######## alu8_serial_ctrl ########
<file path="src/rtl/alu8_serial_ctrl.sv">
// alu8_serial_ctrl: bit-serial logic/shift unit. One result bit is produced
// per clock, LSB first, into a shadow register. That register is copied to
// the result output only when the operation completes.
//
// Ports
//   clk, rst_n      clock, asynchronous active-low reset
//   start           begin an operation (only honoured in IDLE)
//   abort           cancel the running operation (only honoured in RUN)
//   op1, op2, cin   operands, captured on the accepted start
//   opsel           0 AND, 1 OR, 2 XOR, 3 NOT op1, 4 LSHIFT, 5-7 illegal
//   busy            high while bits are being computed
//   done            one-cycle completion pulse
//   result, cout    completed result and shift-out bit, held between completions
//   err             set with done for an illegal opsel, cleared on the next start
module alu8_serial_ctrl #(
  parameter int WIDTH = 8
) (
  input  logic             clk,
  input  logic             rst_n,
  input  logic             start,
  input  logic             abort,
  input  logic [WIDTH-1:0] op1,
  input  logic [WIDTH-1:0] op2,
  input  logic             cin,
  input  logic [2:0]       opsel,
  output logic             busy,
  output logic             done,
  output logic [WIDTH-1:0] result,
  output logic             cout,
  output logic             err
);

  localparam int CW = $clog2(WIDTH);
  localparam logic [CW-1:0] CNT_LAST = CW'(WIDTH - 1);
  localparam logic [CW-1:0] CNT_ONE  = CW'(1);

  typedef enum logic [1:0] {S_IDLE, S_RUN, S_DONE} state_t;

  state_t           r_state;
  logic [CW-1:0]    r_cnt;
  logic [WIDTH-1:0] r_op1, r_op2, r_shadow, r_result;
  logic             r_cin, r_busy, r_done, r_cout, r_err;
  logic [2:0]       r_opsel;

  logic             w_bit;
  logic [WIDTH-1:0] w_shadow_nxt;

  // Result bit at index r_cnt, plus the shadow with that bit merged in.
  // The final edge loads result from the merged value, so the last bit
  // does not need an extra cycle to land in the shadow first.
  always_comb begin
    w_bit = 1'b0;
    case (r_opsel)
      3'd0: w_bit = r_op1[r_cnt] & r_op2[r_cnt];
      3'd1: w_bit = r_op1[r_cnt] | r_op2[r_cnt];
      3'd2: w_bit = r_op1[r_cnt] ^ r_op2[r_cnt];
      3'd3: w_bit = ~r_op1[r_cnt];
      3'd4: w_bit = (r_cnt == '0) ? r_cin : r_op1[r_cnt - CNT_ONE];
      default: w_bit = 1'b0;
    endcase
    w_shadow_nxt        = r_shadow;
    w_shadow_nxt[r_cnt] = w_bit;
  end

  always_ff @(posedge clk or negedge rst_n) begin
    if (!rst_n) begin
      r_state  <= S_IDLE;
      r_cnt    <= '0;
      r_op1    <= '0;
      r_op2    <= '0;
      r_cin    <= 1'b0;
      r_opsel  <= 3'd0;
      r_shadow <= '0;
      r_result <= '0;
      r_busy   <= 1'b0;
      r_done   <= 1'b0;
      r_cout   <= 1'b0;
      r_err    <= 1'b0;
    end else begin
      r_done <= 1'b0;
      case (r_state)
        S_IDLE: begin
          if (start) begin
            r_op1    <= op1;
            r_op2    <= op2;
            r_cin    <= cin;
            r_opsel  <= opsel;
            r_cnt    <= '0;
            r_shadow <= '0;
            r_err    <= 1'b0;
            if (opsel <= 3'd4) begin
              r_state <= S_RUN;
              r_busy  <= 1'b1;
            end else begin
              // Illegal ops complete at once, with no RUN phase.
              r_state  <= S_DONE;
              r_done   <= 1'b1;
              r_err    <= 1'b1;
              r_result <= '0;
              r_cout   <= 1'b0;
            end
          end
        end
        S_RUN: begin
          if (abort) begin
            // Abort takes priority, including on the final-bit edge.
            // Outputs keep the previous completion's values.
            r_state <= S_IDLE;
            r_busy  <= 1'b0;
          end else begin
            r_shadow <= w_shadow_nxt;
            if (r_cnt == CNT_LAST) begin
              r_state  <= S_DONE;
              r_busy   <= 1'b0;
              r_done   <= 1'b1;
              r_result <= w_shadow_nxt;
              r_cout   <= (r_opsel == 3'd4) & r_op1[WIDTH-1];
            end else begin
              r_cnt <= r_cnt + CNT_ONE;
            end
          end
        end
        S_DONE:  r_state <= S_IDLE;
        default: r_state <= S_IDLE;
      endcase
    end
  end

  assign busy   = r_busy;
  assign done   = r_done;
  assign result = r_result;
  assign cout   = r_cout;
  assign err    = r_err;

endmodule

</file>
<file path="config.mk">
export PLATFORM = sky130hd
export DESIGN_NAME = alu8_serial_ctrl
export DESIGN_NICKNAME = d
export VERILOG_FILES = /design/src/rtl/alu8_serial_ctrl.sv
export SDC_FILE = /design/constraint.sdc
export NUM_CORES = 1
export LEC_CHECK = 0
export CORE_ASPECT_RATIO = 1.4
export CORE_MARGIN = 2
export CORE_UTILIZATION = 24
export CTS_BUF_LIST = sky130_fd_sc_hd__clkbuf_2
export CTS_CLUSTER_DIAMETER = 200
export DETAILED_ROUTE_END_ITERATION = 10
export GPL_TIMING_DRIVEN = 0
export PLACE_DENSITY = 0.39
export SLEW_MARGIN = 20
export SYNTH_ARGS = -nofsm -noshare
export SYNTH_HDL_FRONTEND = slang
export SYNTH_SLANG_ARGS = --single-unit
</file>
<file path="constraint.sdc">
create_clock -name clk -period 6.77 [get_ports clk]
set_input_delay 1.0155 -clock clk [delete_from_list [all_inputs] [get_ports clk]]
set_output_delay 1.0155 -clock clk [all_outputs]
set_load 0.1 [all_outputs]
</file>
alu8_serial_ctrl, the clock network:
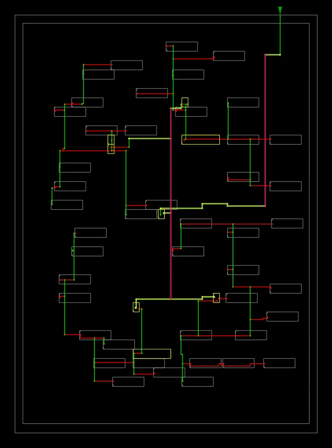
CLK BUF: 5
clock latency on the worst-skew pair: 0.46 ns

alu8_serial_ctrl, cell classes on the final placement:
Scale bar: 20 µm.
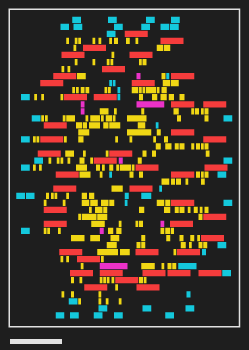
Magenta is clock drivers and dummy loads, cells 8. Cyan is other buffers and delay cells, cells 48. Red is flip-flops, cells 45. Yellow is all other logic, cells 208.

[per-stage QoR]
stage	std cells	worst slack, ns	hold WS (ns)
after floorplan	265	3.929	0.4404
after global placement	435	3.224	0.4601
after detailed placement	436	3.371	0.4629
after CTS	444	3.339	0.4113
after global routing	444	3.106	0.4004
final	444	3.402	0.4364
[cell usage after synthesis, types with 2 or more instances]
library cell,n,area share
nand2_1,74,0.12
dfrtp_1,45,0.47
o21ai_0,15,0.031
inv_1,13,0.020
a21oi_1,11,0.023
nand3_1,11,0.023
nor2_1,11,0.017
clkbuf_1,9,0.014
o21ai_1,9,0.019
o22ai_1,7,0.018
ha_1,6,0.031
mux2_2,4,0.019
mux2i_1,4,0.017
nor2b_1,4,0.010
a21o_1,3,0.0094
nand2b_1,3,0.0079
or3b_2,3,0.011
buf_2,2,0.0042
mux2_4,2,0.013
nand3b_1,2,0.0063
nand4_1,2,0.0052
o211ai_1,2,0.0063
o21ai_2,2,0.0073
or3_1,2,0.0052
[power by group]
| part | switching [mW] | total (mW) | internal (mW) |
|---|---|---|---|
| registers | 0.0366 | 0.356 | 0.320 |
| clock network | 0.0950 | 0.194 | 0.0987 |
| logic | 0.274 | 0.418 | 0.144 |
==> Slide: Implementation Results <==
Flow Results at a Glance

Worst setup path
  – Crit Path Max Fanout: 10
  – Crit path DAT: 3.74 ns
  – Stages on worst setup path: 13

Placed design
  – Final GP Congestion: 0.7238

Route
  – # DRC: 0
  – Routed met1 length: 2.527 mm

Layout
  – Highest-count logic cell in the final layout: nand2_1
  – Mi-comb count: 195
  – NonClk Buf Share: 0.1394
  – Seq_cells: 45
  – Design Area, Final: 3015 µm²
  – Bufs w/o clock: 48
  – ClkCell Share: 0.02988
  – ANT cells: 0

CTS
  – Root Buffer: clkbuf_2
  – CTS H-tree depth: 2

Logic synthesis
  – Synthesized area: 2391 µm²
  – Most used DFF post-synth: dfrtp_1
  – Yosys cell count: 265
  – Synth Instances: 265
  – Synth flops: 45

Global routing
  – First-pass GRT wire length: 10.03 mm

Run status
  – Status: finished clean

STA
  – Final setup vio count: 0
  – Worst clock skew: 0.03209 ns

Die
  – Die Area: 10790 µm²
  – Starting Density: 0.2442

######## ps2_rx_fifo ########
`src/rtl/ps2_rx_fifo.sv`:
```
// PS/2 keyboard receiver: synchronised, glitch-filtered clock, 11-bit frame FSM and show-ahead byte FIFO.
// Define PS2_PARITY_CHECK_EN to reject frames whose data+parity bits do not hold an odd number of ones.
module ps2_rx_fifo #(
  parameter int FIFO_DEPTH     = 16,
  parameter int FILTER_LEN     = 4,
  parameter int TIMEOUT_CYCLES = 50000
) (
  input  logic                          clk,
  input  logic                          reset,
  input  logic                          kbd_clk,
  input  logic                          kbd_data,
  input  logic                          rd_en,
  input  logic                          err_clr,
  output logic [7:0]                    Keyboard_Data,
  output logic                          ready_pulse,
  output logic                          empty,
  output logic                          full,
  output logic [$clog2(FIFO_DEPTH):0]   count,
  output logic                          overflow,
  output logic                          frame_err
);

  localparam int AW = $clog2(FIFO_DEPTH);
  localparam int CW = AW + 1;
  localparam int FW = $clog2(FILTER_LEN + 1);
  localparam int TW = $clog2(TIMEOUT_CYCLES + 1);

  typedef enum logic [1:0] {IDLE, DATA, PARITY, STOP} state_t;

  // ---------------------------------------------------------------
  // Two-flop synchronisers; bit 0 = kbd_clk, bit 1 = kbd_data
  // ---------------------------------------------------------------
  logic [1:0] raw_in;
  logic [1:0] sync_bits;
  logic       clk_sync;
  logic       data_sync;

  assign raw_in = {kbd_data, kbd_clk};

  genvar gi;
  generate
    for (gi = 0; gi < 2; gi++) begin : g_sync
      logic s1_reg;
      logic s2_reg;
      always_ff @(posedge clk or posedge reset) begin
        if (reset) begin
          s1_reg <= 1'b1;
          s2_reg <= 1'b1;
        end else begin
          s1_reg <= raw_in[gi];
          s2_reg <= s1_reg;
        end
      end
      assign sync_bits[gi] = s2_reg;
    end
  endgenerate

  assign clk_sync  = sync_bits[0];
  assign data_sync = sync_bits[1];

  // ---------------------------------------------------------------
  // Clock filter: follow clk_sync only after FILTER_LEN differing samples
  // ---------------------------------------------------------------
  logic          filt_reg, filt_next;
  logic [FW-1:0] fcnt_reg, fcnt_next;
  logic          sample_evt;

  always_comb begin
    filt_next  = filt_reg;
    fcnt_next  = '0;
    sample_evt = 1'b0;
    if (clk_sync != filt_reg) begin
      if (fcnt_reg == FW'(FILTER_LEN - 1)) begin
        filt_next  = clk_sync;
        sample_evt = filt_reg;   // 1 -> 0 transition of the filtered clock
      end else begin
        fcnt_next = fcnt_reg + FW'(1);
      end
    end
  end

  always_ff @(posedge clk or posedge reset) begin
    if (reset) begin
      filt_reg <= 1'b1;
      fcnt_reg <= '0;
    end else begin
      filt_reg <= filt_next;
      fcnt_reg <= fcnt_next;
    end
  end

  // ---------------------------------------------------------------
  // Frame FSM
  // ---------------------------------------------------------------
  state_t        state_reg, state_next;
  logic [2:0]    bit_cnt_reg, bit_cnt_next;
  logic [7:0]    shift_reg, shift_next;
  logic [TW-1:0] tmo_reg, tmo_next;
  logic          push_req;
  logic          frame_set;
  logic          frame_ok;

`ifdef PS2_PARITY_CHECK_EN
  logic par_reg, par_next;
  assign frame_ok = data_sync && (^{shift_reg, par_reg});
`else
  assign frame_ok = data_sync;
`endif

  always_comb begin
    state_next   = state_reg;
    bit_cnt_next = bit_cnt_reg;
    shift_next   = shift_reg;
    tmo_next     = '0;
    push_req     = 1'b0;
    frame_set    = 1'b0;
`ifdef PS2_PARITY_CHECK_EN
    par_next     = par_reg;
`endif
    if (state_reg != IDLE && !sample_evt)
      tmo_next = tmo_reg + TW'(1);

    case (state_reg)
      IDLE: begin
        if (sample_evt && !data_sync) begin
          state_next   = DATA;
          bit_cnt_next = 3'd0;
        end
      end
      DATA: begin
        if (sample_evt) begin
          shift_next   = {data_sync, shift_reg[7:1]};
          bit_cnt_next = bit_cnt_reg + 3'd1;
          if (bit_cnt_reg == 3'd7)
            state_next = PARITY;
        end
      end
      PARITY: begin
        if (sample_evt) begin
`ifdef PS2_PARITY_CHECK_EN
          par_next   = data_sync;
`endif
          state_next = STOP;
        end
      end
      STOP: begin
        if (sample_evt) begin
          state_next = IDLE;
          if (frame_ok)
            push_req = 1'b1;
          else
            frame_set = 1'b1;
        end
      end
      default: state_next = IDLE;
    endcase

    // A stalled frame is abandoned; the partial byte is thrown away
    if (state_reg != IDLE && !sample_evt && tmo_reg == TW'(TIMEOUT_CYCLES - 1)) begin
      state_next = IDLE;
      shift_next = '0;
      tmo_next   = '0;
      frame_set  = 1'b1;
    end
  end

  always_ff @(posedge clk or posedge reset) begin
    if (reset) begin
      state_reg   <= IDLE;
      bit_cnt_reg <= '0;
      shift_reg   <= '0;
      tmo_reg     <= '0;
`ifdef PS2_PARITY_CHECK_EN
      par_reg     <= 1'b0;
`endif
    end else begin
      state_reg   <= state_next;
      bit_cnt_reg <= bit_cnt_next;
      shift_reg   <= shift_next;
      tmo_reg     <= tmo_next;
`ifdef PS2_PARITY_CHECK_EN
      par_reg     <= par_next;
`endif
    end
  end

  // ---------------------------------------------------------------
  // Byte FIFO (show-ahead head)
  // ---------------------------------------------------------------
  logic [7:0]    mem [FIFO_DEPTH];
  logic [AW-1:0] wr_ptr_reg, rd_ptr_reg;
  logic [CW-1:0] count_reg, count_next;
  logic          do_pop, do_push, ovf_set;
  logic          ready_reg, ovf_reg, ferr_reg;

  assign do_pop  = rd_en && (count_reg != '0);
  // A pop in the same cycle frees the slot, so a full FIFO still accepts the byte
  assign do_push = push_req && ((count_reg != CW'(FIFO_DEPTH)) || do_pop);
  assign ovf_set = push_req && !do_push;

  always_comb begin
    count_next = count_reg;
    case ({do_push, do_pop})
      2'b10:   count_next = count_reg + CW'(1);
      2'b01:   count_next = count_reg - CW'(1);
      default: count_next = count_reg;
    endcase
  end

  always_ff @(posedge clk) begin
    if (do_push)
      mem[wr_ptr_reg] <= shift_reg;
  end

  always_ff @(posedge clk or posedge reset) begin
    if (reset) begin
      wr_ptr_reg <= '0;
      rd_ptr_reg <= '0;
      count_reg  <= '0;
      ready_reg  <= 1'b0;
      ovf_reg    <= 1'b0;
      ferr_reg   <= 1'b0;
    end else begin
      if (do_push)
        wr_ptr_reg <= wr_ptr_reg + AW'(1);
      if (do_pop)
        rd_ptr_reg <= rd_ptr_reg + AW'(1);
      count_reg <= count_next;
      ready_reg <= do_push;
      if (ovf_set)
        ovf_reg <= 1'b1;
      else if (err_clr)
        ovf_reg <= 1'b0;
      if (frame_set)
        ferr_reg <= 1'b1;
      else if (err_clr)
        ferr_reg <= 1'b0;
    end
  end

  assign Keyboard_Data = (count_reg == '0) ? 8'h00 : mem[rd_ptr_reg];
  assign ready_pulse   = ready_reg;
  assign empty         = (count_reg == '0);
  assign full          = (count_reg == CW'(FIFO_DEPTH));
  assign count         = count_reg;
  assign overflow      = ovf_reg;
  assign frame_err     = ferr_reg;

endmodule

```
`config.mk`:
```
export PLATFORM = sky130hd
export DESIGN_NAME = ps2_rx_fifo
export DESIGN_NICKNAME = d
export VERILOG_FILES = /design/src/rtl/ps2_rx_fifo.sv
export SDC_FILE = /design/constraint.sdc
export NUM_CORES = 1
export LEC_CHECK = 0
export ABC_CLOCK_PERIOD_IN_PS = 6400
export CAP_MARGIN = 5
export CORE_MARGIN = 5
export CORE_UTILIZATION = 40
export CTS_CLUSTER_DIAMETER = 60
export DETAILED_ROUTE_END_ITERATION = 10
export SKIP_CTS_REPAIR_TIMING = 1
export SLEW_MARGIN = 40
export SYNTH_ARGS = -nofsm -noshare
export SYNTH_HDL_FRONTEND = slang
export SYNTH_SLANG_ARGS = --single-unit
```
`constraint.sdc`:
```
create_clock -name clk -period 6.4 [get_ports clk]
set_clock_uncertainty 0.15 [all_clocks]
set_input_delay 1.6 -clock clk [delete_from_list [all_inputs] [get_ports clk]]
set_output_delay 1.6 -clock clk [all_outputs]
set_load 0.02 [all_outputs]
```
ps2_rx_fifo, ports around the boundary:
Pins as bars across the die edge, other pins in gray.
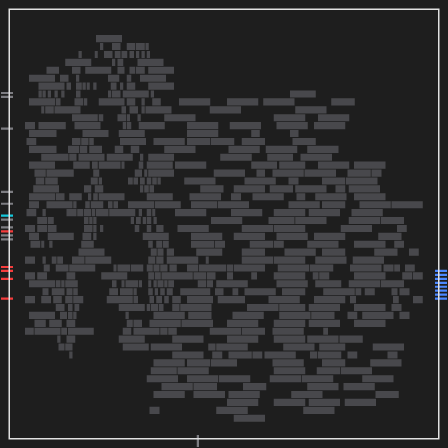
Blue is `Keyboard_Data`, pins 8, direction output, edge east. Cyan is `overflow`, pins 1, direction output, edge west. Red is `count`, pins 5, direction output, edge west.

==> Slide: Implementation Results <==
Flow Results at a Glance

Placed design
  – Pre-CTS setup slack: 1.916 ns

STA
  – Tcrit/Tclk final: 0.7550
  – Setup TNS: 0 ns

Layout
  – NonClk Buf Share: 0.03548
  – Top Layout Cells: edfxtp_1, dfrtp_1, mux4_2
  – Comb/total area: 0.2571
  – Seq_cells: 181

Worst setup path
  – Worst Path Buf+Inv: 2
  – Crit path required time: 4.65 ns
  – Worst flop-to-flop path startpoint: count[1]
  – Crit path DAT: 3.08 ns

Job
  – Total tool warning count: 33

Route
  – DRT iter0 DRCs: 266
  – Met2 wire length: 6.633 mm

CTS
  – Clock latency on the worst-skew pair: 0.43 ns
  – Clk sinks: 181
  – CTS H-tree depth: 4
  – Root Buffer: clkbuf_16

Global routing
  – Largest net degree at the start of global routing: 54

Run status
  – Status: finished clean

Logic synthesis
  – Synthesized area: 7531 µm²
  – Cell Type Count: 48
  – Yosys warns: 0
  – Synth Area per Inst: 16.16 µm²
  – Synth flops: 181

Power
  – Overall power: 3.198 mW
  – PwrDens: 371.6 nW/µm²

Die
  – Die Area: 21670 µm²
==> where the power goes <==
| group | switching, mW | leakage [nW] | internal, mW |
|---|---|---|---|
| Clock | 0.435 | 0.260 | 0.536 |
| Combinational | 0.341 | 0.970 | 0.369 |
| Sequential | 0.192 | 1.72 | 1.32 |
==> worst max-delay path by stage <==
stage	to	from	slack (ns)	depth (start not counted)
2_1_floorplan	Keyboard_Data[0]	count[1]	2.64	6
3_3_place_gp	Keyboard_Data[6]	rd_ptr_reg[0]	1.91	5
3_5_place_dp	Keyboard_Data[7]	rd_ptr_reg[0]	1.92	5
4_1_cts	Keyboard_Data[7]	rd_ptr_reg[0]	1.45	5
5_1_grt	Keyboard_Data[0]	rd_ptr_reg[0]	1.34	5
6_report	Keyboard_Data[6]	rd_ptr_reg[0]	1.57	5
==> kinds of logic after synthesis <==
kind of cell | after synthesis | synth area share
DFF | 181 | 0.6873
and+or+nand+nor | 110 | 0.07510
muxes | 52 | 0.1229
AOI/OAI and AO/OA | 40 | 0.03389
buffers and inverters | 39 | 0.02110
xor gates and xnor gates | 27 | 0.03140
adders and majority gates | 17 | 0.02824

######## seed_ram_arb ########
[src/rtl/seed_pkg.sv]
// Shared constants and phase encoding for the Toeplitz seed path.
// Imported by the seed RAM arbiter, the seed reader and the hash controller.
package seed_pkg;

    localparam int ADDR_W     = 7;
    localparam int DATA_W     = 32;
    localparam int SEED_WORDS = 96;

    typedef enum logic [1:0] {
        FILL  = 2'b00,
        SERVE = 2'b01,
        DRAIN = 2'b10
    } phase_e;

endpackage

[src/rtl/seed_ram_arb.sv]
// Arbitrates the single-port seed RAM between the loader (FILL) and the reader
// (SERVE/DRAIN), counts completed read passes and flags illegal writes.
module seed_ram_arb #(
    parameter int ADDR_W     = seed_pkg::ADDR_W,
    parameter int DATA_W     = seed_pkg::DATA_W,
    parameter int SEED_WORDS = seed_pkg::SEED_WORDS
) (
    input  logic              clk_in,
    input  logic              rst_n,
    input  logic              wr_req,
    input  logic [ADDR_W-1:0] wr_addr,
    input  logic [DATA_W-1:0] wr_data,
    output logic              wr_gnt,
    input  logic              rd_req,
    input  logic [ADDR_W-1:0] rd_addr,
    output logic [DATA_W-1:0] rd_data,
    output logic              rd_gnt,
    input  logic              seed_release,
    output logic              ram_en,
    output logic              ram_we,
    output logic [ADDR_W-1:0] ram_addr,
    output logic [DATA_W-1:0] ram_wdata,
    input  logic [DATA_W-1:0] ram_rdata,
    output logic              seed_ready,
    output logic [7:0]        pass_cnt,
    output logic              wr_err
);

    import seed_pkg::*;

    localparam logic [ADDR_W-1:0] SEED_CNT  = ADDR_W'(SEED_WORDS);
    localparam logic [ADDR_W-1:0] SEED_LAST = ADDR_W'(SEED_WORDS - 1);

    phase_e            state_q, state_d;
    logic [ADDR_W-1:0] wr_cnt_q, wr_cnt_d;
    logic              seed_ready_q, seed_ready_d;
    logic [7:0]        pass_cnt_q, pass_cnt_d;
    logic              wr_err_q, wr_err_d;
    logic              rd_gnt_q, rd_gnt_d;

    logic              addr_ok;
    logic              rd_fall;
    logic              wr_gnt_c, rd_gnt_c, ram_en_c, ram_we_c;
    logic [ADDR_W-1:0] ram_addr_c;
    logic [DATA_W-1:0] ram_wdata_c, rd_data_c;

    // rd_gnt_q doubles as the "previous rd_req" register: outside FILL the
    // grant equals the request, and it also marks when ram_rdata is valid.
    always_comb begin
        state_d      = state_q;
        wr_cnt_d     = wr_cnt_q;
        seed_ready_d = seed_ready_q;
        pass_cnt_d   = pass_cnt_q;
        wr_err_d     = wr_err_q;
        wr_gnt_c     = 1'b0;
        rd_gnt_c     = 1'b0;
        ram_en_c     = 1'b0;
        ram_we_c     = 1'b0;
        ram_addr_c   = '0;
        ram_wdata_c  = '0;
        rd_data_c    = '0;

        addr_ok = (wr_addr < SEED_CNT);
        rd_fall = rd_gnt_q && !rd_req;

        if (wr_req && ((state_q != FILL) || !addr_ok)) begin
            wr_err_d = 1'b1;
        end

        case (state_q)
            FILL: begin
                if (wr_req && addr_ok) begin
                    wr_gnt_c    = 1'b1;
                    ram_en_c    = 1'b1;
                    ram_we_c    = 1'b1;
                    ram_addr_c  = wr_addr;
                    ram_wdata_c = wr_data;
                    wr_cnt_d    = wr_cnt_q + 1'b1;
                    if (wr_cnt_q == SEED_LAST) begin
                        state_d      = SERVE;
                        seed_ready_d = 1'b1;
                    end
                end
            end
            SERVE: begin
                rd_gnt_c   = rd_req;
                ram_en_c   = rd_req;
                ram_addr_c = rd_addr;
                if (rd_gnt_q) begin
                    rd_data_c = ram_rdata;
                end
                if (rd_fall) begin
                    pass_cnt_d = pass_cnt_q + 8'd1;
                end
                // A release with the reader idle drops straight to FILL; an
                // active pass is allowed to finish in DRAIN first.
                if (seed_release) begin
                    seed_ready_d = 1'b0;
                    if (rd_req) begin
                        state_d = DRAIN;
                    end else begin
                        state_d    = FILL;
                        wr_cnt_d   = '0;
                        pass_cnt_d = '0;
                    end
                end
            end
            DRAIN: begin
                rd_gnt_c   = rd_req;
                ram_en_c   = rd_req;
                ram_addr_c = rd_addr;
                if (rd_gnt_q) begin
                    rd_data_c = ram_rdata;
                end
                if (rd_fall) begin
                    state_d    = FILL;
                    wr_cnt_d   = '0;
                    pass_cnt_d = '0;
                end
            end
            default: begin
                state_d = FILL;
            end
        endcase

        rd_gnt_d = rd_gnt_c;
    end

    always_ff @(posedge clk_in or negedge rst_n) begin
        if (!rst_n) begin
            state_q      <= FILL;
            wr_cnt_q     <= '0;
            seed_ready_q <= 1'b0;
            pass_cnt_q   <= '0;
            wr_err_q     <= 1'b0;
            rd_gnt_q     <= 1'b0;
        end else begin
            state_q      <= state_d;
            wr_cnt_q     <= wr_cnt_d;
            seed_ready_q <= seed_ready_d;
            pass_cnt_q   <= pass_cnt_d;
            wr_err_q     <= wr_err_d;
            rd_gnt_q     <= rd_gnt_d;
        end
    end

    // Combinational outputs are forced quiet while reset is held so a
    // lingering request cannot reach the RAM.
    assign wr_gnt     = rst_n ? wr_gnt_c    : 1'b0;
    assign rd_gnt     = rst_n ? rd_gnt_c    : 1'b0;
    assign ram_en     = rst_n ? ram_en_c    : 1'b0;
    assign ram_we     = rst_n ? ram_we_c    : 1'b0;
    assign ram_addr   = rst_n ? ram_addr_c  : '0;
    assign ram_wdata  = rst_n ? ram_wdata_c : '0;
    assign rd_data    = rst_n ? rd_data_c   : '0;
    assign seed_ready = seed_ready_q;
    assign pass_cnt   = pass_cnt_q;
    assign wr_err     = wr_err_q;

endmodule

[config.mk]
export PLATFORM = sky130hd
export DESIGN_NAME = seed_ram_arb
export DESIGN_NICKNAME = d
export VERILOG_FILES = /design/src/rtl/seed_pkg.sv /design/src/rtl/seed_ram_arb.sv
export SDC_FILE = /design/constraint.sdc
export NUM_CORES = 1
export LEC_CHECK = 0
export CORE_ASPECT_RATIO = 2
export CORE_MARGIN = 3
export CORE_UTILIZATION = 35
export CTS_BUF_LIST = sky130_fd_sc_hd__clkbuf_8
export DETAILED_ROUTE_END_ITERATION = 10
export PLACE_DENSITY_LB_ADDON = 0.25
export SLEW_MARGIN = 20
export SYNTH_ARGS = -nofsm -noshare
export SYNTH_HDL_FRONTEND = slang
export SYNTH_SLANG_ARGS = --single-unit
[constraint.sdc]
create_clock -name clk_in -period 4.54 [get_ports clk_in]
set_clock_uncertainty 0.2 [all_clocks]
set_input_delay 0.454 -clock clk_in [delete_from_list [all_inputs] [get_ports clk_in]]
set_output_delay 0.454 -clock clk_in [all_outputs]
set_load 0.05 [all_outputs]
seed_ram_arb, ports around the boundary:
Pins as bars across the die edge, other pins in gray.
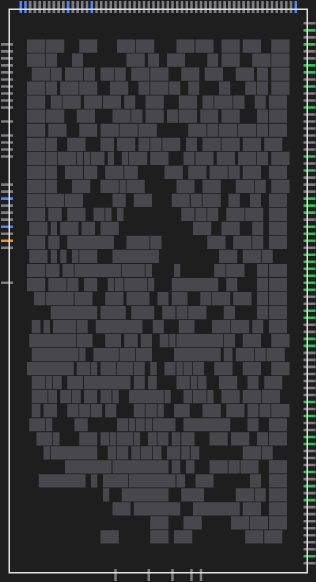
Green is `rd_data`, pins 32, direction output, edge east. Orange is `clk_in`, pins 1, direction input, edge west. Blue is `wr_addr`, pins 7, direction input, edge 5 north, 2 west.

==> Slide: Implementation Results <==
Flow Results at a Glance

Logic synthesis
  – Synth Instances: 237
  – Synth Area per Inst: 7.835 µm²
  – Cell Type Count: 45
  – Post-synth seq share: 0.2695
  – Most used DFF post-synth: dfrtp_1

Worst setup path
  – Crit path DAT: 3.17 ns
  – Worst Path Buf+Inv: 2
  – Critical-path cell list: inv_1 -> ha_1 -> and3_1 -> and2_1 -> clkdlybuf4s50_1

Die
  – Tap cells: 57
  – Core area: 5000 µm²
  – Die Area: 6268 µm²

Global routing
  – Largest net degree at the start of global routing: 33
  – Vias in the first global route: 2297

Power
  – Sw frac: 0.5008
  – Clock group share of total power: 0.126

Placed design
  – Port bufs: 167

STA
  – Setup TNS: 0 ns

Run status
  – Status: finished clean
seed_ram_arb, clock network drawn from the DEF:
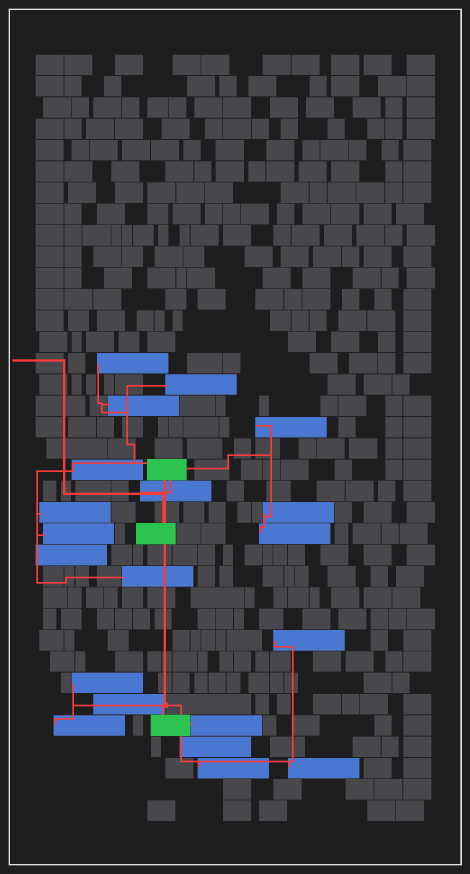
Green is cells driving clock nets, count 3. Red is clock wires, length 261 µm. Blue is flip-flops, count 20.
There are 4 routed clock nets.

## state kept, by name (all words and copies together), names as in the netlist
signal	flops
rd_gnt_q	1
wr_err	1
seed_ready	1
pass_cnt	8
wr_cnt_q	7
state_q	2
## routing by layer
layer | vias to the layer above | routed length, µm | share of wire | global-route usage
met5 | - | 0 | 0 | 0
met4 | 0 | 136 | 0.017 | 0.05970
met3 | 13 | 744 | 0.096 | 0.06043
met2 | 140 | 4371 | 0.56 | 0.4676
met1 | 1137 | 2528 | 0.32 | 0.2364
li1 | 1169 | - | - | -
## worst paths after layout
path / to / startpoint / slack (ns)
worst max-delay path: rd_data[6] / state_q[0] / 0.71
worst min-delay path: wr_err / wr_err / 0.27
worst max register to register: wr_cnt_q[1] / state_q[0] / 2.12
worst min register to register: wr_err / wr_err / 0.27
max in group asynchronous: wr_cnt_q[5] / rst_n / 3.55
min in group asynchronous: state_q[1] / rst_n / 0.34
## per-stage QoR
step	instances	hold slack (ns)
after floorplan	237	-0.04159
after global placement	446	0.2447
after detailed placement	446	0.2490
after CTS	450	0.2719
after global routing	450	0.3013
final	450	0.2684

######## dct2d_engine ########
dct2d_engine, M4 wires:
Scale bar: 100 µm.
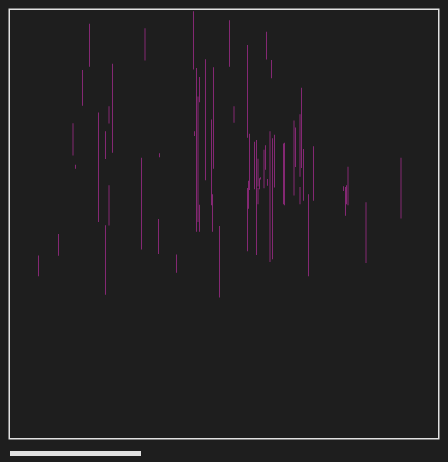
dct2d_engine, ports around the boundary:
Pins as bars across the die edge, other pins in gray.
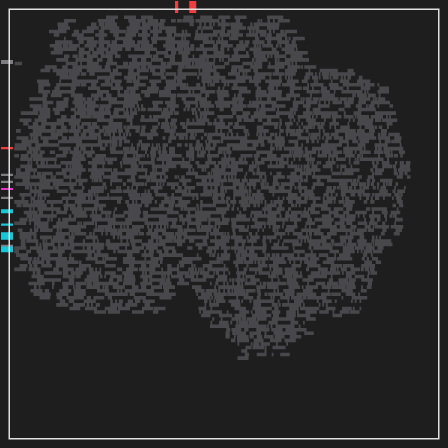
dct2d_engine, clock network drawn from the DEF:
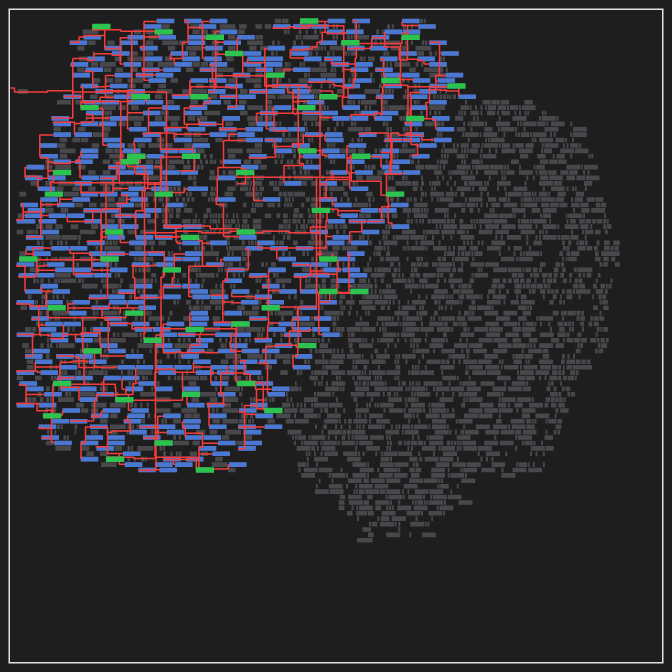
--- config.mk ---
export PLATFORM = sky130hd
export DESIGN_NAME = dct2d_engine
export DESIGN_NICKNAME = d
export VERILOG_FILES = /design/src/rtl/dct_pkg.sv /design/src/rtl/dct_mac4.sv /design/src/rtl/dct2d_engine.sv
export SDC_FILE = /design/constraint.sdc
export NUM_CORES = 2
export LEC_CHECK = 0
export CORE_MARGIN = 3
export CORE_UTILIZATION = 35
export DETAILED_ROUTE_END_ITERATION = 16
export SLEW_MARGIN = 20
export SYNTH_ARGS = -nofsm -noshare
export SYNTH_HDL_FRONTEND = slang
export SYNTH_SLANG_ARGS = --single-unit
--- constraint.sdc ---
create_clock -name clk -period 16.4 [get_ports clk]
set_clock_uncertainty 0.2 [all_clocks]
set_input_delay 3.28 -clock clk [delete_from_list [all_inputs] [get_ports clk]]
set_output_delay 3.28 -clock clk [all_outputs]
set_load 0.01 [all_outputs]
--- src/rtl/dct_pkg.sv ---
// -----------------------------------------------------------------------------
// dct_pkg
// Shared definitions for the 4x4 two-stage DCT engine:
//   - FSM state encoding (state_e)
//   - transform direction encoding (mode_e)
//   - fixed Q1.7 coefficient matrix C, served by coef(row, col)
//   - fixed-point scaling constant (divide by 128)
// No ports; imported by dct2d_engine and dct_mac4.
// -----------------------------------------------------------------------------
package dct_pkg;

  typedef enum logic [1:0] {
    ST_IDLE   = 2'd0,
    ST_INPUT  = 2'd1,
    ST_CALC   = 2'd2,
    ST_OUTPUT = 2'd3
  } state_e;

  typedef enum logic {
    MODE_FWD = 1'b0,
    MODE_INV = 1'b1
  } mode_e;

  localparam int COEF_W    = 8;
  localparam int DIV_CONST = 128;
  localparam int DIV_SHIFT = $clog2(DIV_CONST);
  localparam int BLK_N     = 16;

  // C[r][c] in Q1.7: rows {64,64,64,64} {83,34,-34,-83} {64,-64,-64,64} {34,-83,83,-34}
  function automatic logic signed [COEF_W-1:0] coef(input logic [1:0] r, input logic [1:0] c);
    logic signed [COEF_W-1:0] v;
    case ({r, c})
      4'd0:    v = 8'sd64;
      4'd1:    v = 8'sd64;
      4'd2:    v = 8'sd64;
      4'd3:    v = 8'sd64;
      4'd4:    v = 8'sd83;
      4'd5:    v = 8'sd34;
      4'd6:    v = -8'sd34;
      4'd7:    v = -8'sd83;
      4'd8:    v = 8'sd64;
      4'd9:    v = -8'sd64;
      4'd10:   v = -8'sd64;
      4'd11:   v = 8'sd64;
      4'd12:   v = 8'sd34;
      4'd13:   v = -8'sd83;
      4'd14:   v = 8'sd83;
      4'd15:   v = -8'sd34;
      default: v = 8'sd0;
    endcase
    return v;
  endfunction

endpackage

--- src/rtl/dct_mac4.sv ---
// -----------------------------------------------------------------------------
// dct_mac4
// Combinational 4-term dot product with Q1.7 rescale and saturation.
//   a_i[4]   : signed data operands (A_W bits)
//   c_i[4]   : signed Q1.7 coefficients
//   narrow_i : 0 -> saturate to OUT_W+2 bits, 1 -> saturate to OUT_W bits
//   res_o    : saturated result, OUT_W+2 bits (narrow results sign-extended)
// The sum is kept at full precision, then divided by 128 truncating toward
// zero (bias negative sums by 127 before the arithmetic shift).
// -----------------------------------------------------------------------------
module dct_mac4
  import dct_pkg::*;
#(
  parameter int A_W   = 12,
  parameter int OUT_W = 10
) (
  input  logic signed [A_W-1:0]    a_i [4],
  input  logic signed [COEF_W-1:0] c_i [4],
  input  logic                     narrow_i,
  output logic signed [OUT_W+1:0]  res_o
);

  localparam int PW   = A_W + COEF_W;
  localparam int SUMW = PW + 2;
  localparam int SW   = OUT_W + 2;

  localparam logic signed [SUMW-1:0] MAX_W = SUMW'((2 ** (SW - 1)) - 1);
  localparam logic signed [SUMW-1:0] MIN_W = SUMW'(-(2 ** (SW - 1)));
  localparam logic signed [SUMW-1:0] MAX_N = SUMW'((2 ** (OUT_W - 1)) - 1);
  localparam logic signed [SUMW-1:0] MIN_N = SUMW'(-(2 ** (OUT_W - 1)));

  logic signed [PW-1:0]   prod_s [4];
  logic signed [SUMW-1:0] sum_s;
  logic signed [SUMW-1:0] bias_s;
  logic signed [SUMW-1:0] quot_s;

  // Four signed products; operands widened first so the product is exact.
  always_comb begin
    for (int k = 0; k < 4; k++) begin
      prod_s[k] = PW'(a_i[k]) * PW'(c_i[k]);
    end
  end

  // Full-precision sum, then divide by 128 rounding toward zero.
  always_comb begin
    sum_s = {SUMW{1'b0}};
    for (int k = 0; k < 4; k++) begin
      sum_s = sum_s + SUMW'(prod_s[k]);
    end
    if (sum_s[SUMW-1]) begin
      bias_s = SUMW'(DIV_CONST - 1);
    end else begin
      bias_s = {SUMW{1'b0}};
    end
    quot_s = (sum_s + bias_s) >>> DIV_SHIFT;
  end

  // Clip to the selected signed range; never wrap.
  always_comb begin
    res_o = quot_s[SW-1:0];
    if (narrow_i) begin
      if (quot_s > MAX_N) begin
        res_o = SW'(MAX_N);
      end else if (quot_s < MIN_N) begin
        res_o = SW'(MIN_N);
      end else begin
        res_o = quot_s[SW-1:0];
      end
    end else begin
      if (quot_s > MAX_W) begin
        res_o = SW'(MAX_W);
      end else if (quot_s < MIN_W) begin
        res_o = SW'(MIN_W);
      end else begin
        res_o = quot_s[SW-1:0];
      end
    end
  end

endmodule

--- src/rtl/dct2d_engine.sv ---
// -----------------------------------------------------------------------------
// dct2d_engine
// 4x4 separable 2-D DCT / IDCT with Q1.7 coefficients, one MAC per cycle.
//   clk, rst_n       : rising-edge clock, asynchronous active-low reset
//   in_valid/in_ready: sample handshake, 16 samples per frame, row-major
//   in_data          : signed IN_W-bit sample
//   mode             : 0 forward (C*X*C^T), 1 inverse (C^T*Y*C); taken with
//                      the first sample of a frame
//   out_valid/out_data: 16 registered signed OUT_W-bit results, row-major,
//                      out_data is 0 when out_valid is 0
//   frame_err        : one-cycle pulse when a frame is truncated
// Timing: last sample at edge k -> results after edges k+33..k+48, ready
// again after edge k+49. CALC is 16 stage-1 cycles then 16 stage-2 cycles.
// -----------------------------------------------------------------------------
module dct2d_engine
  import dct_pkg::*;
#(
  parameter int IN_W  = 8,
  parameter int OUT_W = 10
) (
  input  logic                    clk,
  input  logic                    rst_n,
  input  logic                    in_valid,
  output logic                    in_ready,
  input  logic signed [IN_W-1:0]  in_data,
  input  logic                    mode,
  output logic                    out_valid,
  output logic signed [OUT_W-1:0] out_data,
  output logic                    frame_err
);

  localparam int SW = OUT_W + 2;
  localparam int DW = (IN_W > SW) ? IN_W : SW;

  state_e                  state_q, state_d;
  logic [4:0]              cnt_q, cnt_d;
  mode_e                   mode_q, mode_d;
  logic                    in_ready_q, in_ready_d;
  logic                    out_valid_q, out_valid_d;
  logic signed [OUT_W-1:0] out_data_q, out_data_d;
  logic                    frame_err_q, frame_err_d;

  logic x_we_s, t_we_s, y_we_s;

  logic signed [IN_W-1:0]  xbuf_q [BLK_N];
  logic signed [SW-1:0]    tbuf_q [BLK_N];
  logic signed [OUT_W-1:0] ybuf_q [BLK_N];

  logic [1:0]               row_s, col_s;
  logic                     stage2_s;
  logic signed [DW-1:0]     mac_a_s [4];
  logic signed [COEF_W-1:0] mac_c_s [4];
  logic signed [SW-1:0]     mac_res_s;

  // Operand select: stage 1 walks a column of X, stage 2 walks a row of T.
  always_comb begin
    row_s    = cnt_q[3:2];
    col_s    = cnt_q[1:0];
    stage2_s = cnt_q[4];
    for (int k = 0; k < 4; k++) begin
      if (stage2_s) begin
        mac_a_s[k] = DW'(tbuf_q[{row_s, 2'(k)}]);
        if (mode_q == MODE_FWD) begin
          mac_c_s[k] = coef(col_s, 2'(k));   // T * C^T
        end else begin
          mac_c_s[k] = coef(2'(k), col_s);   // T * C
        end
      end else begin
        mac_a_s[k] = DW'(xbuf_q[{2'(k), col_s}]);
        if (mode_q == MODE_FWD) begin
          mac_c_s[k] = coef(row_s, 2'(k));   // C * X
        end else begin
          mac_c_s[k] = coef(2'(k), row_s);   // C^T * X
        end
      end
    end
  end

  dct_mac4 #(
    .A_W   (DW),
    .OUT_W (OUT_W)
  ) u_mac (
    .a_i      (mac_a_s),
    .c_i      (mac_c_s),
    .narrow_i (stage2_s),
    .res_o    (mac_res_s)
  );

  // Next-state, counter, buffer-write strobes and next output values.
  always_comb begin
    state_d     = state_q;
    cnt_d       = cnt_q;
    mode_d      = mode_q;
    frame_err_d = 1'b0;
    out_valid_d = 1'b0;
    out_data_d  = {OUT_W{1'b0}};
    x_we_s      = 1'b0;
    t_we_s      = 1'b0;
    y_we_s      = 1'b0;
    case (state_q)
      ST_IDLE: begin
        if (in_valid) begin
          x_we_s  = 1'b1;
          mode_d  = mode_e'(mode);
          cnt_d   = 5'd1;
          state_d = ST_INPUT;
        end else begin
          cnt_d   = 5'd0;
        end
      end
      ST_INPUT: begin
        if (in_valid) begin
          x_we_s = 1'b1;
          if (cnt_q == 5'd15) begin
            cnt_d   = 5'd0;
            state_d = ST_CALC;
          end else begin
            cnt_d   = cnt_q + 5'd1;
          end
        end else begin
          // Gap inside a frame: drop the partial block.
          cnt_d       = 5'd0;
          state_d     = ST_IDLE;
          frame_err_d = 1'b1;
        end
      end
      ST_CALC: begin
        if (cnt_q[4]) begin
          y_we_s = 1'b1;
        end else begin
          t_we_s = 1'b1;
        end
        if (cnt_q == 5'd31) begin
          cnt_d   = 5'd0;
          state_d = ST_OUTPUT;
        end else begin
          cnt_d   = cnt_q + 5'd1;
        end
      end
      ST_OUTPUT: begin
        // Count 16 is a trailing cycle that keeps in_ready low one more edge.
        if (cnt_q == 5'd16) begin
          cnt_d   = 5'd0;
          state_d = ST_IDLE;
        end else begin
          out_valid_d = 1'b1;
          out_data_d  = ybuf_q[cnt_q[3:0]];
          cnt_d       = cnt_q + 5'd1;
        end
      end
      default: begin
        cnt_d   = 5'd0;
        state_d = ST_IDLE;
      end
    endcase
    in_ready_d = (state_d == ST_IDLE) || (state_d == ST_INPUT);
  end

  // Control and output registers.
  always_ff @(posedge clk or negedge rst_n) begin
    if (!rst_n) begin
      state_q     <= ST_IDLE;
      cnt_q       <= 5'd0;
      mode_q      <= MODE_FWD;
      in_ready_q  <= 1'b1;
      out_valid_q <= 1'b0;
      out_data_q  <= {OUT_W{1'b0}};
      frame_err_q <= 1'b0;
    end else begin
      state_q     <= state_d;
      cnt_q       <= cnt_d;
      mode_q      <= mode_d;
      in_ready_q  <= in_ready_d;
      out_valid_q <= out_valid_d;
      out_data_q  <= out_data_d;
      frame_err_q <= frame_err_d;
    end
  end

  // Sample, intermediate and result buffers, indexed by the running counter.
  always_ff @(posedge clk or negedge rst_n) begin
    if (!rst_n) begin
      for (int i = 0; i < BLK_N; i++) begin
        xbuf_q[i] <= {IN_W{1'b0}};
        tbuf_q[i] <= {SW{1'b0}};
        ybuf_q[i] <= {OUT_W{1'b0}};
      end
    end else begin
      if (x_we_s) begin
        xbuf_q[cnt_q[3:0]] <= in_data;
      end
      if (t_we_s) begin
        tbuf_q[cnt_q[3:0]] <= mac_res_s;
      end
      if (y_we_s) begin
        ybuf_q[cnt_q[3:0]] <= mac_res_s[OUT_W-1:0];
      end
    end
  end

  assign in_ready  = in_ready_q;
  assign out_valid = out_valid_q;
  assign out_data  = out_data_q;
  assign frame_err = frame_err_q;

endmodule
==> Slide: Implementation Results <==
Flow Results at a Glance

Global routing
  – First-pass GRT wire length: 150.8 mm

Logic synthesis
  – Synth Net Count: 3834
  – Adder-cell share of the synthesized area: 0.2594
  – Yosys warns: 0
  – Ys async rst share: 1.000
  – YS chip area: 36260 µm²

Run status
  – Status: finished clean

Layout
  – Final cell count without fillers: 4672
  – Largest register FFs: 192
  – Logic inverters: 436
  – Highest-count logic cell in the final layout: dfrtp_1
  – CLK BUF: 81
  – Comb/total area: 0.5413

CTS
  – CTS buffer count: 53
  – Clock tree buffer depth: 3

Min path
  – Hold crit path type: reg -> reg

Worst setup path
  – Family with the most delay on the worst path: adder cells
  – Critical path's slowest cell: dfrtp_2
  – Worst Path Buf+Inv: 6

STA
  – Relative slew slack: 0.2461
  – Tcrit/Tclk final: 0.8053
## Picture notes: 'M4 wires' of dct2d_engine
The layer carries 2480 µm of wire. The layer holds 2.5% of the routed length. 45 nets have wire on it. The wires run mostly vertical.

## Picture notes: 'ports around the boundary' of dct2d_engine
Cyan is `out_data`, pins 10, direction output, edge west. Magenta is `mode`, pins 1, direction input, edge west. Red is `in_data`, pins 8, direction input, edge 7 north, 1 west.

## Picture notes: 'clock network drawn from the DEF' of dct2d_engine
Green is cells driving clock nets, count 53. Red is clock wires, length 6530 µm. Blue is flip-flops, count 501.
There are 54 routed clock nets.

[cell usage after synthesis (all sizes together), types with 4 or more instances]
cell / instances / area, µm²
nor2b: 8 / 50.05
nand2: 204 / 768.2
or3: 9 / 56.30
o21ai: 140 / 700.7
or2: 32 / 200.2
and3: 4 / 25.02
xnor2: 32 / 295.3
a21o: 12 / 90.09
ha: 159 / 1989
nand2b: 18 / 112.6
o21bai: 5 / 41.29
nor2: 418 / 1569
mux4: 130 / 2928
buf: 48 / 221.5
nand3: 42 / 210.2
a31oi: 9 / 56.30
xor2: 12 / 105.1
a21oi: 220 / 1131
o22a: 4 / 35.03
mux2i: 31 / 310.3
clkbuf: 113 / 427.9
dfrtp: 500 / 12510
nand4: 4 / 25.02
o21a: 8 / 61.31
inv: 436 / 1637
a211oi: 8 / 60.06
o311ai: 4 / 52.56
nor3: 16 / 80.08
a21boi: 7 / 75.07
o211ai: 4 / 43.79
fa: 370 / 7407
and2: 38 / 240.2
mux2: 199 / 2241

######## serial_adder ########
File: config.mk
export PLATFORM = sky130hd
export DESIGN_NAME = serial_adder
export DESIGN_NICKNAME = d
export VERILOG_FILES = /design/src/rtl/serial_adder_pkg.sv /design/src/rtl/serial_adder_fulladder.sv /design/src/rtl/serial_adder.sv
export SDC_FILE = /design/constraint.sdc
export NUM_CORES = 1
export LEC_CHECK = 0
export CORE_ASPECT_RATIO = 0.6
export CORE_UTILIZATION = 45
export CTS_CLUSTER_SIZE = 25
export DETAILED_ROUTE_END_ITERATION = 8
export PLACE_DENSITY = 0.81
export SYNTH_ARGS = -nofsm -noshare
export SYNTH_HDL_FRONTEND = slang
export SYNTH_SLANG_ARGS = --single-unit
File: constraint.sdc
create_clock -name clk -period 1.3 [get_ports clk]
set_clock_uncertainty 0.05 [all_clocks]
set_input_delay 0.26 -clock clk [delete_from_list [all_inputs] [get_ports clk]]
set_output_delay 0.26 -clock clk [all_outputs]
set_load 0.01 [all_outputs]
File: src/rtl/serial_adder_pkg.sv
// rtl/serial_adder_pkg.sv - shared state encoding and default width for the serial adder
package serial_adder_pkg;

  typedef enum logic [1:0] {
    IDLE  = 2'd0,
    SHIFT = 2'd1,
    DONE  = 2'd2
  } state_e;

  localparam int DEFAULT_WIDTH = 8;

endpackage

File: src/rtl/serial_adder_fulladder.sv
// rtl/serial_adder_fulladder.sv - one-bit full adder built from two half-adder stages
module FULLADDERUSINGHALFADDER (
  input  logic a,
  input  logic b,
  input  logic cin,
  output logic sum,
  output logic carry
);

  logic hs_sum;
  logic hs_carry;
  logic hc_carry;

  assign hs_sum   = a ^ b;
  assign hs_carry = a & b;
  assign sum      = hs_sum ^ cin;
  assign hc_carry = hs_sum & cin;
  assign carry    = hs_carry | hc_carry;

endmodule

File: src/rtl/serial_adder.sv
// rtl/serial_adder.sv - bit-serial WIDTH-bit adder, LSB first, one full-adder cell per cycle
module serial_adder
  import serial_adder_pkg::*;
#(
  parameter int WIDTH = DEFAULT_WIDTH
) (
  input  logic             clk,
  input  logic             rst,
  input  logic             start,
  input  logic [WIDTH-1:0] a,
  input  logic [WIDTH-1:0] b,
  input  logic             cin,
  output logic             busy,
  output logic             done,
  output logic [WIDTH-1:0] sum,
  output logic             cout
);

  localparam int            CW       = $clog2(WIDTH) + 1;
  localparam logic [CW-1:0] CNT_LAST = CW'(WIDTH - 1);

  state_e           state_q, state_d;
  logic [WIDTH-1:0] a_sh_q, a_sh_d;
  logic [WIDTH-1:0] b_sh_q, b_sh_d;
  logic [WIDTH-1:0] sum_sh_q, sum_sh_d;
  logic [WIDTH-1:0] sum_q, sum_d;
  logic             carry_q, carry_d;
  logic             cout_q, cout_d;
  logic [CW-1:0]    cnt_q, cnt_d;
  logic             fa_sum;
  logic             fa_carry;

  FULLADDERUSINGHALFADDER u_fa (
    .a     (a_sh_q[0]),
    .b     (b_sh_q[0]),
    .cin   (carry_q),
    .sum   (fa_sum),
    .carry (fa_carry)
  );

  assign busy = (state_q != IDLE);
  assign done = (state_q == DONE);
  assign sum  = sum_q;
  assign cout = cout_q;

  always_comb begin
    state_d  = state_q;
    a_sh_d   = a_sh_q;
    b_sh_d   = b_sh_q;
    sum_sh_d = sum_sh_q;
    sum_d    = sum_q;
    carry_d  = carry_q;
    cout_d   = cout_q;
    cnt_d    = cnt_q;
    case (state_q)
      IDLE: begin
        if (start) begin
          a_sh_d   = a;
          b_sh_d   = b;
          carry_d  = cin;
          cnt_d    = '0;
          sum_sh_d = '0;
          state_d  = SHIFT;
        end
      end
      SHIFT: begin
        a_sh_d   = a_sh_q >> 1;
        b_sh_d   = b_sh_q >> 1;
        // New sum bit enters at the MSB so the LSB-first stream lands in order.
        sum_sh_d = WIDTH'({fa_sum, sum_sh_q} >> 1);
        carry_d  = fa_carry;
        cnt_d    = cnt_q + CW'(1);
        if (cnt_q == CNT_LAST) begin
          sum_d   = sum_sh_d;
          cout_d  = fa_carry;
          state_d = DONE;
        end
      end
      DONE: begin
        state_d = IDLE;
      end
      default: begin
        state_d = IDLE;
      end
    endcase
  end

  always_ff @(posedge clk) begin
    if (rst) begin
      state_q  <= IDLE;
      a_sh_q   <= '0;
      b_sh_q   <= '0;
      sum_sh_q <= '0;
      sum_q    <= '0;
      carry_q  <= 1'b0;
      cout_q   <= 1'b0;
      cnt_q    <= '0;
    end else begin
      state_q  <= state_d;
      a_sh_q   <= a_sh_d;
      b_sh_q   <= b_sh_d;
      sum_sh_q <= sum_sh_d;
      sum_q    <= sum_d;
      carry_q  <= carry_d;
      cout_q   <= cout_d;
      cnt_q    <= cnt_d;
    end
  end

endmodule

serial_adder, the clock network:
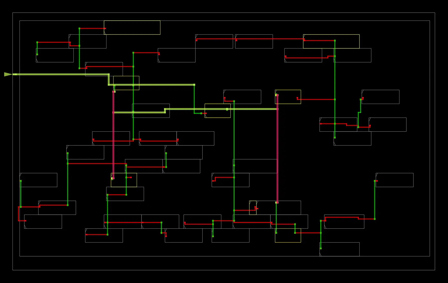
Clock net power: 1.19 mW
CLK BUF: 6
CTS buffer count: 5
clk sinks: 39

serial_adder, cell sizes after repair:
Scale bar: 20 µm.
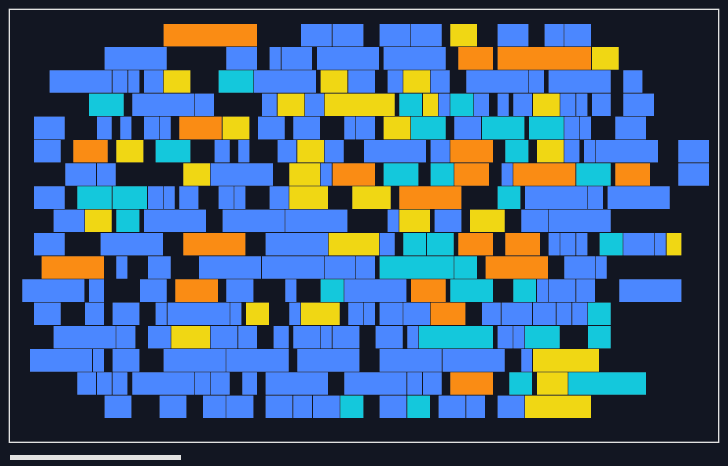
Orange is drive 6 and up, cells 20. Cyan is drive 3 to 4, cells 32. Blue is drive 1 or less, cells 172. Yellow is drive 2, cells 29.

==> Slide: Implementation Results <==
Flow Results at a Glance

Layout
  – NonClk Buf Share: 0.2240
  – ClkCell Share: 0.05052

Worst setup path
  – Worst flop-to-flop path startpoint: state_q[0]

STA
  – Max-slew violations: 0
  – Tcrit/Tclk final: 1.028
  – Final setup vio count: 2
  – Final worst setup slack: -0.03654 ns

Logic synthesis
  – Synth flops: 39
  – YS chip area: 1767 µm²
  – Top-count cell post-synth: dfxtp_1
  – Yosys aoi share: 0.1381

CTS
  – Post-CTS sizing: 38

Run status
  – Status: complete, but fails checks
  – Failing checks: setup timing

Power
  – Pleak: 1.035 nW

Die
  – Row Count: 17
==> kinds of logic (layout without fill, tap and decap cells) <==
family,count (synthesis),in the layout
AOI/OAI and AO/OA,40,40
adders and majority gates,2,2
buffers and inverters,19,68
DFF,39,39
muxes,1,1
and+or+nand+nor,102,103
==> registers in the layout, indices dropped and copies added (netlist names) <==
register / count
cout: 1
cnt_q: 4
state_q: 2
sum: 8
a_sh_q: 8
carry_q: 1
sum_sh_q: 7
b_sh_q: 8
==> how the worst max path moves through the flow <==
stage	to	slack (ns)	cells after the start
after global placement	b_sh_q[0]	-0.41	5
after floorplan	b_sh_q[4]	0.005	5
after CTS	busy	-0.11	3
after global routing	done	-0.07	3
after detailed placement	b_sh_q[1]	-0.45	5
final	done	-0.04	3
==> metal layers <==
layer	global-route usage	share of wire	up-vias	wire (µm)
li1	-	-	810	-
met1	0.3001	0.47	792	2213
met2	0.3429	0.46	56	2164
met3	0.05263	0.053	6	245
met4	0.05172	0.0082	0	38
met5	0	0	-	0
==> tightest hold or removal path, cell delays in order, from the launching register on <==
cell and delay (ns):
dfxtp_1 0.31, nand2b_1 0.06, o21ai_1 0.05


==> notes/layouts.md <==
Pictures saved along the way, in no particular order.

The clock network.
Plate I
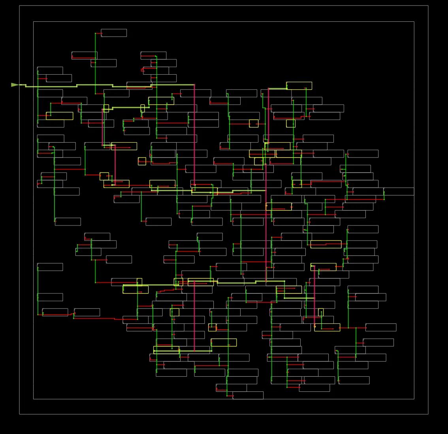
Plate II
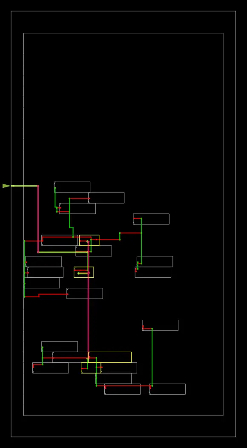
Plate III
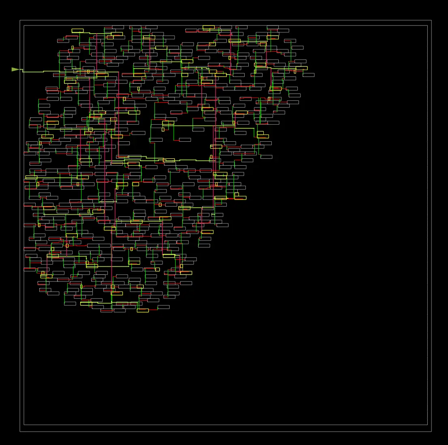
The one with the fewest clock buffers is Plate II.
The one with the most sequential cells is Plate III.
- Plate III = dct2d_engine
- Plate I = ps2_rx_fifo
- Plate II = seed_ram_arb

Power is estimated from default activity; no workload was simulated.
